==================== design 1
Design 1, wire density map:
The die is cut into 20 by 20 equal tiles; white is low, dark blue is high, scaled to the fullest tile. Values are wire area over tile area, all layers added.
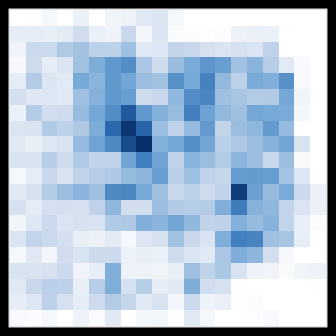

--- config.mk ---
export PLATFORM = sky130hd
export DESIGN_NAME = ov7670_frame_emulator
export DESIGN_NICKNAME = d
export VERILOG_FILES = /design/src/rtl/ov7670_frame_emulator.sv
export SDC_FILE = /design/constraint.sdc
export NUM_CORES = 1
export LEC_CHECK = 0
export CORE_UTILIZATION = 40
export DETAILED_ROUTE_END_ITERATION = 8
export PLACE_DENSITY_LB_ADDON = 0.05
export SETUP_SLACK_MARGIN = 0.15
export SYNTH_ARGS = -nofsm -noshare
export SYNTH_HDL_FRONTEND = slang
export SYNTH_SLANG_ARGS = --single-unit
--- constraint.sdc ---
create_clock -name pclk_in -period 6.4 [get_ports pclk_in]
set_clock_uncertainty 0.05 [all_clocks]
set_input_delay 1.92 -clock pclk_in [delete_from_list [all_inputs] [get_ports pclk_in]]
set_output_delay 1.92 -clock pclk_in [all_outputs]
set_load 0.005 [all_outputs]
--- src/rtl/ov7670_frame_emulator.sv ---
// OV7670-style camera transmitter: emits VSYNC/HREF framing and an RGB565 byte
// stream (high byte first) carrying one of four deterministic test patterns.
module ov7670_frame_emulator #(
  parameter int unsigned H_ACTIVE    = 320,
  parameter int unsigned V_ACTIVE    = 240,
  parameter int unsigned H_BLANK     = 144,
  parameter int unsigned VSYNC_LINES = 3,
  parameter int unsigned V_BACK      = 17,
  parameter int unsigned V_FRONT     = 10
) (
  input  logic        pclk_in,
  input  logic        reset,
  input  logic        enable,
  input  logic [1:0]  pattern_sel,
  input  logic [15:0] solid_color,
  output logic        vsync_out,
  output logic        href_out,
  output logic [7:0]  p_data_out,
  output logic        frame_start,
  output logic [15:0] frame_count,
  output logic        busy
);

  localparam int unsigned LINE_LEN  = 2 * H_ACTIVE + H_BLANK;
  localparam int unsigned HW        = $clog2(LINE_LEN);
  localparam int unsigned ML_A      = (V_ACTIVE > VSYNC_LINES) ? V_ACTIVE : VSYNC_LINES;
  localparam int unsigned ML_B      = (V_BACK > V_FRONT) ? V_BACK : V_FRONT;
  localparam int unsigned MAX_LINES = (ML_A > ML_B) ? ML_A : ML_B;
  localparam int unsigned LW        = $clog2(MAX_LINES + 1);
  localparam int unsigned BAR_W     = (H_ACTIVE >= 8) ? H_ACTIVE / 8 : 1;

  localparam logic [HW-1:0] H_LAST    = HW'(LINE_LEN - 1);
  localparam logic [HW-1:0] H_ACT_END = HW'(2 * H_ACTIVE);

  typedef enum logic [2:0] {
    ST_IDLE,
    ST_VSYNC,
    ST_VBACK,
    ST_ACTIVE,
    ST_VFRONT
  } state_t;

  state_t        state_q, state_d;
  logic [HW-1:0] hcnt_q, hcnt_d;
  logic [LW-1:0] lcnt_q, lcnt_d;
  logic [1:0]    pat_q, pat_d;
  logic [15:0]   solid_q, solid_d;
  logic [15:0]   fcount_q, fcount_d;
  logic          vsync_q, vsync_d;
  logic          href_q, href_d;
  logic [7:0]    data_q, data_d;
  logic          fstart_q, fstart_d;
  logic          busy_q, busy_d;

  logic [LW-1:0] last_line;
  logic          line_end;
  logic          phase_end;
  logic          start;
  logic [9:0]    x;
  logic [5:0]    y_hi;
  logic [9:0]    bar;
  logic [15:0]   pixel;

  // Next-state sequencing; outputs are derived from the next position so they
  // line up with the state register on the same edge.
  always_comb begin
    state_d   = state_q;
    hcnt_d    = hcnt_q;
    lcnt_d    = lcnt_q;
    pat_d     = pat_q;
    solid_d   = solid_q;
    fcount_d  = fcount_q;
    start     = 1'b0;
    last_line = '0;

    case (state_q)
      ST_VSYNC:  last_line = LW'(VSYNC_LINES - 1);
      ST_VBACK:  last_line = LW'(V_BACK - 1);
      ST_ACTIVE: last_line = LW'(V_ACTIVE - 1);
      default:   last_line = LW'(V_FRONT - 1);
    endcase

    line_end  = (hcnt_q == H_LAST);
    phase_end = line_end && (lcnt_q == last_line);

    if (state_q == ST_IDLE) begin
      start = enable;
    end else begin
      if (line_end) begin
        hcnt_d = '0;
        lcnt_d = lcnt_q + LW'(1);
      end else begin
        hcnt_d = hcnt_q + HW'(1);
      end
      if (phase_end) begin
        lcnt_d = '0;
        case (state_q)
          ST_VSYNC:  state_d = ST_VBACK;
          ST_VBACK:  state_d = ST_ACTIVE;
          ST_ACTIVE: state_d = ST_VFRONT;
          default: begin
            fcount_d = fcount_q + 16'd1;
            if (enable) start = 1'b1;
            else        state_d = ST_IDLE;
          end
        endcase
      end
    end

    // Pattern inputs are only sampled as a new frame begins.
    if (start) begin
      state_d = ST_VSYNC;
      hcnt_d  = '0;
      lcnt_d  = '0;
      pat_d   = pattern_sel;
      solid_d = solid_color;
    end

    x     = 10'(hcnt_d >> 1);
    y_hi  = 6'(lcnt_d >> 2);
    bar   = x / 10'(BAR_W);
    pixel = 16'h0000;
    case (pat_d)
      2'd0: begin
        if (bar < 10'd8) begin
          case (bar[2:0])
            3'd0:    pixel = 16'hFFFF;
            3'd1:    pixel = 16'hFFE0;
            3'd2:    pixel = 16'h07FF;
            3'd3:    pixel = 16'h07E0;
            3'd4:    pixel = 16'hF81F;
            3'd5:    pixel = 16'hF800;
            3'd6:    pixel = 16'h001F;
            default: pixel = 16'h0000;
          endcase
        end
      end
      2'd1:    pixel = solid_d;
      2'd2:    pixel = {x[8:4], y_hi, x[4:0]};
      default: pixel = (x[3] ^ y_hi[1]) ? 16'hFFFF : 16'h0000;
    endcase

    vsync_d  = (state_d == ST_VSYNC);
    href_d   = (state_d == ST_ACTIVE) && (hcnt_d < H_ACT_END);
    data_d   = href_d ? (hcnt_d[0] ? pixel[7:0] : pixel[15:8]) : 8'h00;
    fstart_d = start;
    busy_d   = (state_d != ST_IDLE);
  end

  always_ff @(posedge pclk_in) begin
    if (reset) begin
      state_q  <= ST_IDLE;
      hcnt_q   <= '0;
      lcnt_q   <= '0;
      pat_q    <= 2'd0;
      solid_q  <= 16'h0000;
      fcount_q <= 16'h0000;
      vsync_q  <= 1'b0;
      href_q   <= 1'b0;
      data_q   <= 8'h00;
      fstart_q <= 1'b0;
      busy_q   <= 1'b0;
    end else begin
      state_q  <= state_d;
      hcnt_q   <= hcnt_d;
      lcnt_q   <= lcnt_d;
      pat_q    <= pat_d;
      solid_q  <= solid_d;
      fcount_q <= fcount_d;
      vsync_q  <= vsync_d;
      href_q   <= href_d;
      data_q   <= data_d;
      fstart_q <= fstart_d;
      busy_q   <= busy_d;
    end
  end

  assign vsync_out   = vsync_q;
  assign href_out    = href_q;
  assign p_data_out  = data_q;
  assign frame_start = fstart_q;
  assign frame_count = fcount_q;
  assign busy        = busy_q;

endmodule

==================== design 2
===== config.mk =====
export PLATFORM = sky130hd
export DESIGN_NAME = sdu_uart_tx
export DESIGN_NICKNAME = d
export VERILOG_FILES = /design/src/rtl/sdu_uart_pkg.sv /design/src/rtl/sdu_byte_fifo.sv /design/src/rtl/sdu_uart_tx.sv
export SDC_FILE = /design/constraint.sdc
export NUM_CORES = 1
export LEC_CHECK = 0
export CAP_MARGIN = 20
export CORE_UTILIZATION = 60
export CTS_CLUSTER_DIAMETER = 40
export DETAILED_ROUTE_END_ITERATION = 16
export PLACE_DENSITY = 0.79
export SYNTH_ARGS = -nofsm -noshare
export SYNTH_HDL_FRONTEND = slang
export SYNTH_SLANG_ARGS = --single-unit

===== constraint.sdc =====
create_clock -name clk -period 9.7 [get_ports clk]
set_clock_uncertainty 0.2 [all_clocks]
set_input_delay 1.455 -clock clk [delete_from_list [all_inputs] [get_ports clk]]
set_output_delay 1.455 -clock clk [all_outputs]
set_load 0.005 [all_outputs]

===== src/rtl/sdu_uart_pkg.sv =====
// Shared definitions for the SDU serial link (transmit and receive paths).
package sdu_uart_pkg;

    // Line-side framing state, common to both directions of the link.
    typedef enum logic [1:0] {
        ST_IDLE  = 2'd0,
        ST_START = 2'd1,
        ST_DATA  = 2'd2,
        ST_STOP  = 2'd3
    } uart_state_t;

    // 8N1: one start bit, eight data bits, one stop bit.
    localparam int FRAME_BITS = 10;
    localparam int DATA_BITS  = 8;

endpackage


===== src/rtl/sdu_byte_fifo.sv =====
// Synchronous byte FIFO with occupancy count; head byte is visible combinationally.
module sdu_byte_fifo #(
    parameter int DEPTH  = 16,
    parameter int DATA_W = 8
) (
    input  logic                     clk,
    input  logic                     rst,
    input  logic                     push,
    input  logic [DATA_W-1:0]        push_data,
    input  logic                     pop,
    output logic [DATA_W-1:0]        head,
    output logic [$clog2(DEPTH):0]   count,
    output logic                     full,
    output logic                     empty
);

    localparam int AW = $clog2(DEPTH);
    localparam int CW = AW + 1;

    logic [DATA_W-1:0] mem [DEPTH];
    logic [AW-1:0]     wr_ptr;
    logic [AW-1:0]     rd_ptr;
    logic              do_push;
    logic              do_pop;

    // Pushes into a full FIFO and pops from an empty one are ignored.
    assign full    = (count == CW'(DEPTH));
    assign empty   = (count == '0);
    assign do_push = push && !full;
    assign do_pop  = pop && !empty;
    assign head    = mem[rd_ptr];

    // Pointers wrap naturally since DEPTH is a power of two; count tracks net occupancy.
    always_ff @(posedge clk) begin
        if (rst) begin
            wr_ptr <= '0;
            rd_ptr <= '0;
            count  <= '0;
        end else begin
            if (do_push) wr_ptr <= wr_ptr + 1'b1;
            if (do_pop)  rd_ptr <= rd_ptr + 1'b1;
            case ({do_push, do_pop})
                2'b10:   count <= count + 1'b1;
                2'b01:   count <= count - 1'b1;
                default: count <= count;
            endcase
        end
    end

    // Storage is plain data and needs no reset; validity is carried by count.
    always_ff @(posedge clk) begin
        if (do_push) mem[wr_ptr] <= push_data;
    end

endmodule


===== src/rtl/sdu_uart_tx.sv =====
// Buffered 8N1 transmitter: bytes are queued in a FIFO and serialised LSB first on txd.
module sdu_uart_tx
    import sdu_uart_pkg::*;
#(
    parameter int CLK_FREQ = 100_000_000,
    parameter int BAUD     = 9600,
    parameter int DEPTH    = 16
) (
    input  logic                     clk,
    input  logic                     rst,
    input  logic [7:0]               in_data,
    input  logic                     in_valid,
    output logic                     in_ready,
    output logic                     txd,
    output logic                     busy,
    output logic [$clog2(DEPTH):0]   count
);

    localparam int DIV = CLK_FREQ / BAUD;
    localparam int BW  = (DIV > 1) ? $clog2(DIV) : 1;
    localparam int IW  = $clog2(DATA_BITS);
    localparam logic [BW-1:0] BAUD_LAST = BW'(DIV - 1);
    localparam logic [IW-1:0] IDX_LAST  = IW'(DATA_BITS - 1);

    uart_state_t   state_q, state_d;
    logic [BW-1:0] baud_q, baud_d;
    logic [IW-1:0] idx_q, idx_d;
    logic [7:0]    shift_q, shift_d;
    logic          txd_q, txd_d;
    logic          baud_last;
    logic          fifo_pop;
    logic          fifo_full;
    logic          fifo_empty;
    logic [7:0]    fifo_head;

    sdu_byte_fifo #(
        .DEPTH  (DEPTH),
        .DATA_W (8)
    ) u_fifo (
        .clk       (clk),
        .rst       (rst),
        .push      (in_valid),
        .push_data (in_data),
        .pop       (fifo_pop),
        .head      (fifo_head),
        .count     (count),
        .full      (fifo_full),
        .empty     (fifo_empty)
    );

    // Not full is the same as count != DEPTH, taken from the registered count.
    assign in_ready  = !fifo_full;
    assign txd       = txd_q;
    assign busy      = (state_q != ST_IDLE) || !fifo_empty;
    assign baud_last = (baud_q == BAUD_LAST);

    // State, baud counter, bit index, shifter and line register; reset truncates any frame.
    always_ff @(posedge clk) begin
        if (rst) begin
            state_q <= ST_IDLE;
            baud_q  <= '0;
            idx_q   <= '0;
            shift_q <= '0;
            txd_q   <= 1'b1;
        end else begin
            state_q <= state_d;
            baud_q  <= baud_d;
            idx_q   <= idx_d;
            shift_q <= shift_d;
            txd_q   <= txd_d;
        end
    end

    // Next-state logic; a pop loads the shifter and restarts bit timing so that
    // a queued byte follows a stop bit with no idle gap.
    always_comb begin
        state_d  = state_q;
        baud_d   = baud_last ? '0 : baud_q + 1'b1;
        idx_d    = idx_q;
        shift_d  = shift_q;
        fifo_pop = 1'b0;
        txd_d    = 1'b1;

        case (state_q)
            ST_IDLE: begin
                baud_d = '0;
                if (!fifo_empty) begin
                    fifo_pop = 1'b1;
                    shift_d  = fifo_head;
                    idx_d    = '0;
                    state_d  = ST_START;
                end
            end
            ST_START: begin
                txd_d = 1'b0;
                if (baud_last) state_d = ST_DATA;
            end
            ST_DATA: begin
                txd_d = shift_q[0];
                if (baud_last) begin
                    shift_d = {1'b0, shift_q[7:1]};
                    idx_d   = idx_q + 1'b1;
                    if (idx_q == IDX_LAST) state_d = ST_STOP;
                end
            end
            ST_STOP: begin
                if (baud_last) begin
                    if (!fifo_empty) begin
                        fifo_pop = 1'b1;
                        shift_d  = fifo_head;
                        idx_d    = '0;
                        state_d  = ST_START;
                    end else begin
                        state_d  = ST_IDLE;
                    end
                end
            end
            default: state_d = ST_IDLE;
        endcase
    end

endmodule

Design 1, zoomed window:
Scale bar: 5 um. Region (66, 66) to (86, 86) um. Cells in grey, sequential cells in the stronger grey; small squares are vias.
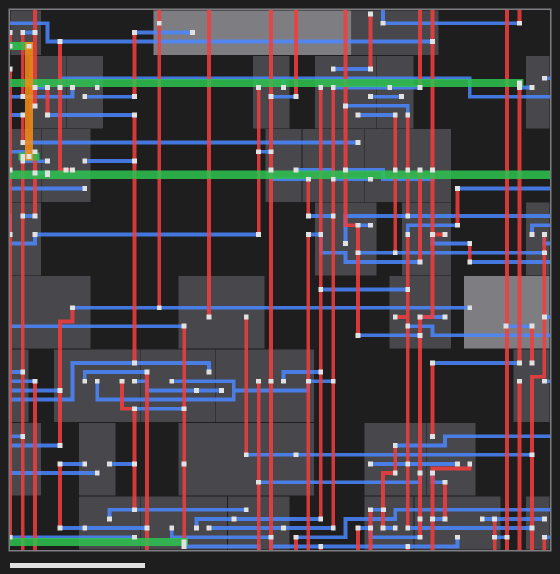
Key: orange = M4; red = M2; blue = M1; green = M3
Most frequent: nor2_1 (9), or2_2 (3), nor4_1 (3). 34 logic cells have their middle in the window. Sequential cells in the window: 1. Netlist names of flops here include hcnt_q (1).

About 'wire density map' of design 1:
14% of the tiles are nearly empty. The mean over all tiles is 0.17. 13% of the tiles are over half the peak. The densest ninth of the die: centre. The emptiest ninth of the die: lower right. The fullest tile reaches 0.67.

==> run summary, design 1 <==
Comb/total area: 0.5173
CTS root buf: clkbuf_8
GRT busiest layer: met2
Final Power: 910.9 uW
status: complete, no violations
Synth top cell by count: dfxtp_1
Final min period: 4.290 ns
core box area: 0.009371 mm2
global route total overflow: 0
RSZ-0062 raised after global routing: false
Synth area leader: dfxtp_1
clock buffer count: 9
Synth warnings: 0
Max Fclk: 233.1 MHz
Flop+latch power: 435 uW
FP Util: 0.4191
TritonCTS Buffers: 9
GRT met2 Usage: 0.3543
clock-pin slew on the worst setup and hold paths: 0.08 ns
cells in synth_stat.txt: 469
# setup viols final: 0
Final Hold Viols: 0
Switching Share: 0.2842
Post-synth regs: 67
clk latency of the worst-skew pair: 0.35 ns
Setup Buffers After CTS: 0
gpl congestion: 0.9271
yosys adder share: 0.009557
Post-synth EDFFs: 0
Log Warnings: 26
Syn Std Cell Area: 0.003928 mm2
# placed instances: 624
HP Class: reg2reg
Design 2, zoomed window:
Scale bar: 5 um. Region (74, 74) to (94, 94) um. Cells in grey, sequential cells in the stronger grey; small squares are vias.
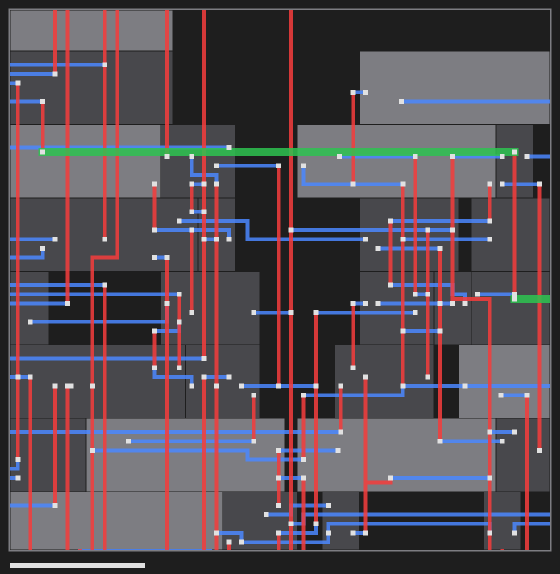
Key: blue = M1; green = M3; red = M2
24 logic cells have their middle in the window. Sequential cells in the window: 7. Netlist names of flops here include shift_q (5), u_fifo.mem (2). Most frequent: nor2_1 (5), a211oi_1 (5), dfxtp_1 (5).

Design 2, track usage over the die:
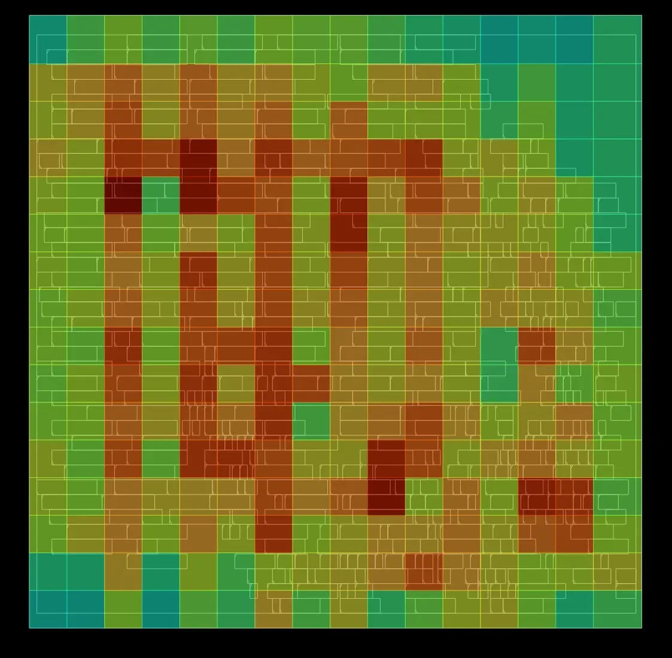
GR met3 Demand/Resource: 0.06156
Overall Global Routing Usage: 0.2378
fin util: 0.6971
GRT met2 Usage: 0.3789

==> run summary, design 2 <==
critical path's top delay family: AND-OR/OR-AND gates
CTS Buffer Depth: 2
Critical Path RT: 9.82 ns
vias in the first global route: 3975
# Taps: 143
clk sink count: 173
Post-synth EDFFs: 128
Iteration-0 DRC Markers: 381
# setup viols final: 0
NetSw: 609.2 uW
CP max stage delay: 0.54 ns
worst path bufs/invs: 2
Non-clock buffer share: 0.02739
largest registers: u_fifo.mem: 128 flops, baud_q: 14 flops, shift_q: 8 flops
# DRC: 0
Clock buf/inv share: 0.06925
status: complete, no violations
Final Hold Viols: 0
PwrDens: 249.1 mW/mm2
first-pass GRT wire length: 21.65 mm
TNS Setup: 0 ns
CP Launch Type: input pin
area grow syn2layout: 11.21%
filler instances: 719
Area leader share: 0.5258
Hold Path Sink: baud_q[0]$_SDFF_PP0_
Die Area: 0.01263 mm2
Switching Share: 0.3008
nonclk buf count: 24
Final WS setup: 5.628 ns
Comb/total area: 0.2930
CP max FO: 9
Final Max Tran Viols: 0
Critical Path Start: in_valid
yosys aoi share: 0.03782
gpl congestion: 0.8252
path type of the worst setup path: in2reg
Synth Flop Type: edfxtp_1
Flops: 173


==> screenshots <==
Signal wires on met1.
Scale bar: 20 um.
panel A
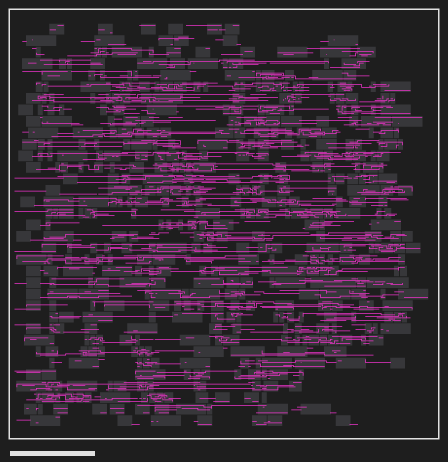
panel B
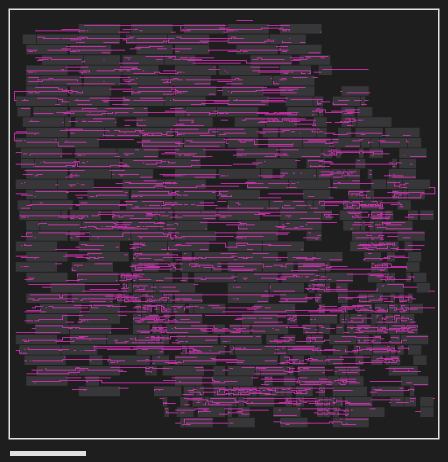
The one with the largest die is panel B.
For design 1, see panel A.
For design 2, see panel B.

Key to panel A:
The layer holds 48% of the routed length. The layer carries 5350 um of wire. 488 nets have wire on it. The longest straight run is 45.1 um. The wires run mostly horizontal.

Power figures rest on the tool's default switching activity, not on a simulated workload.
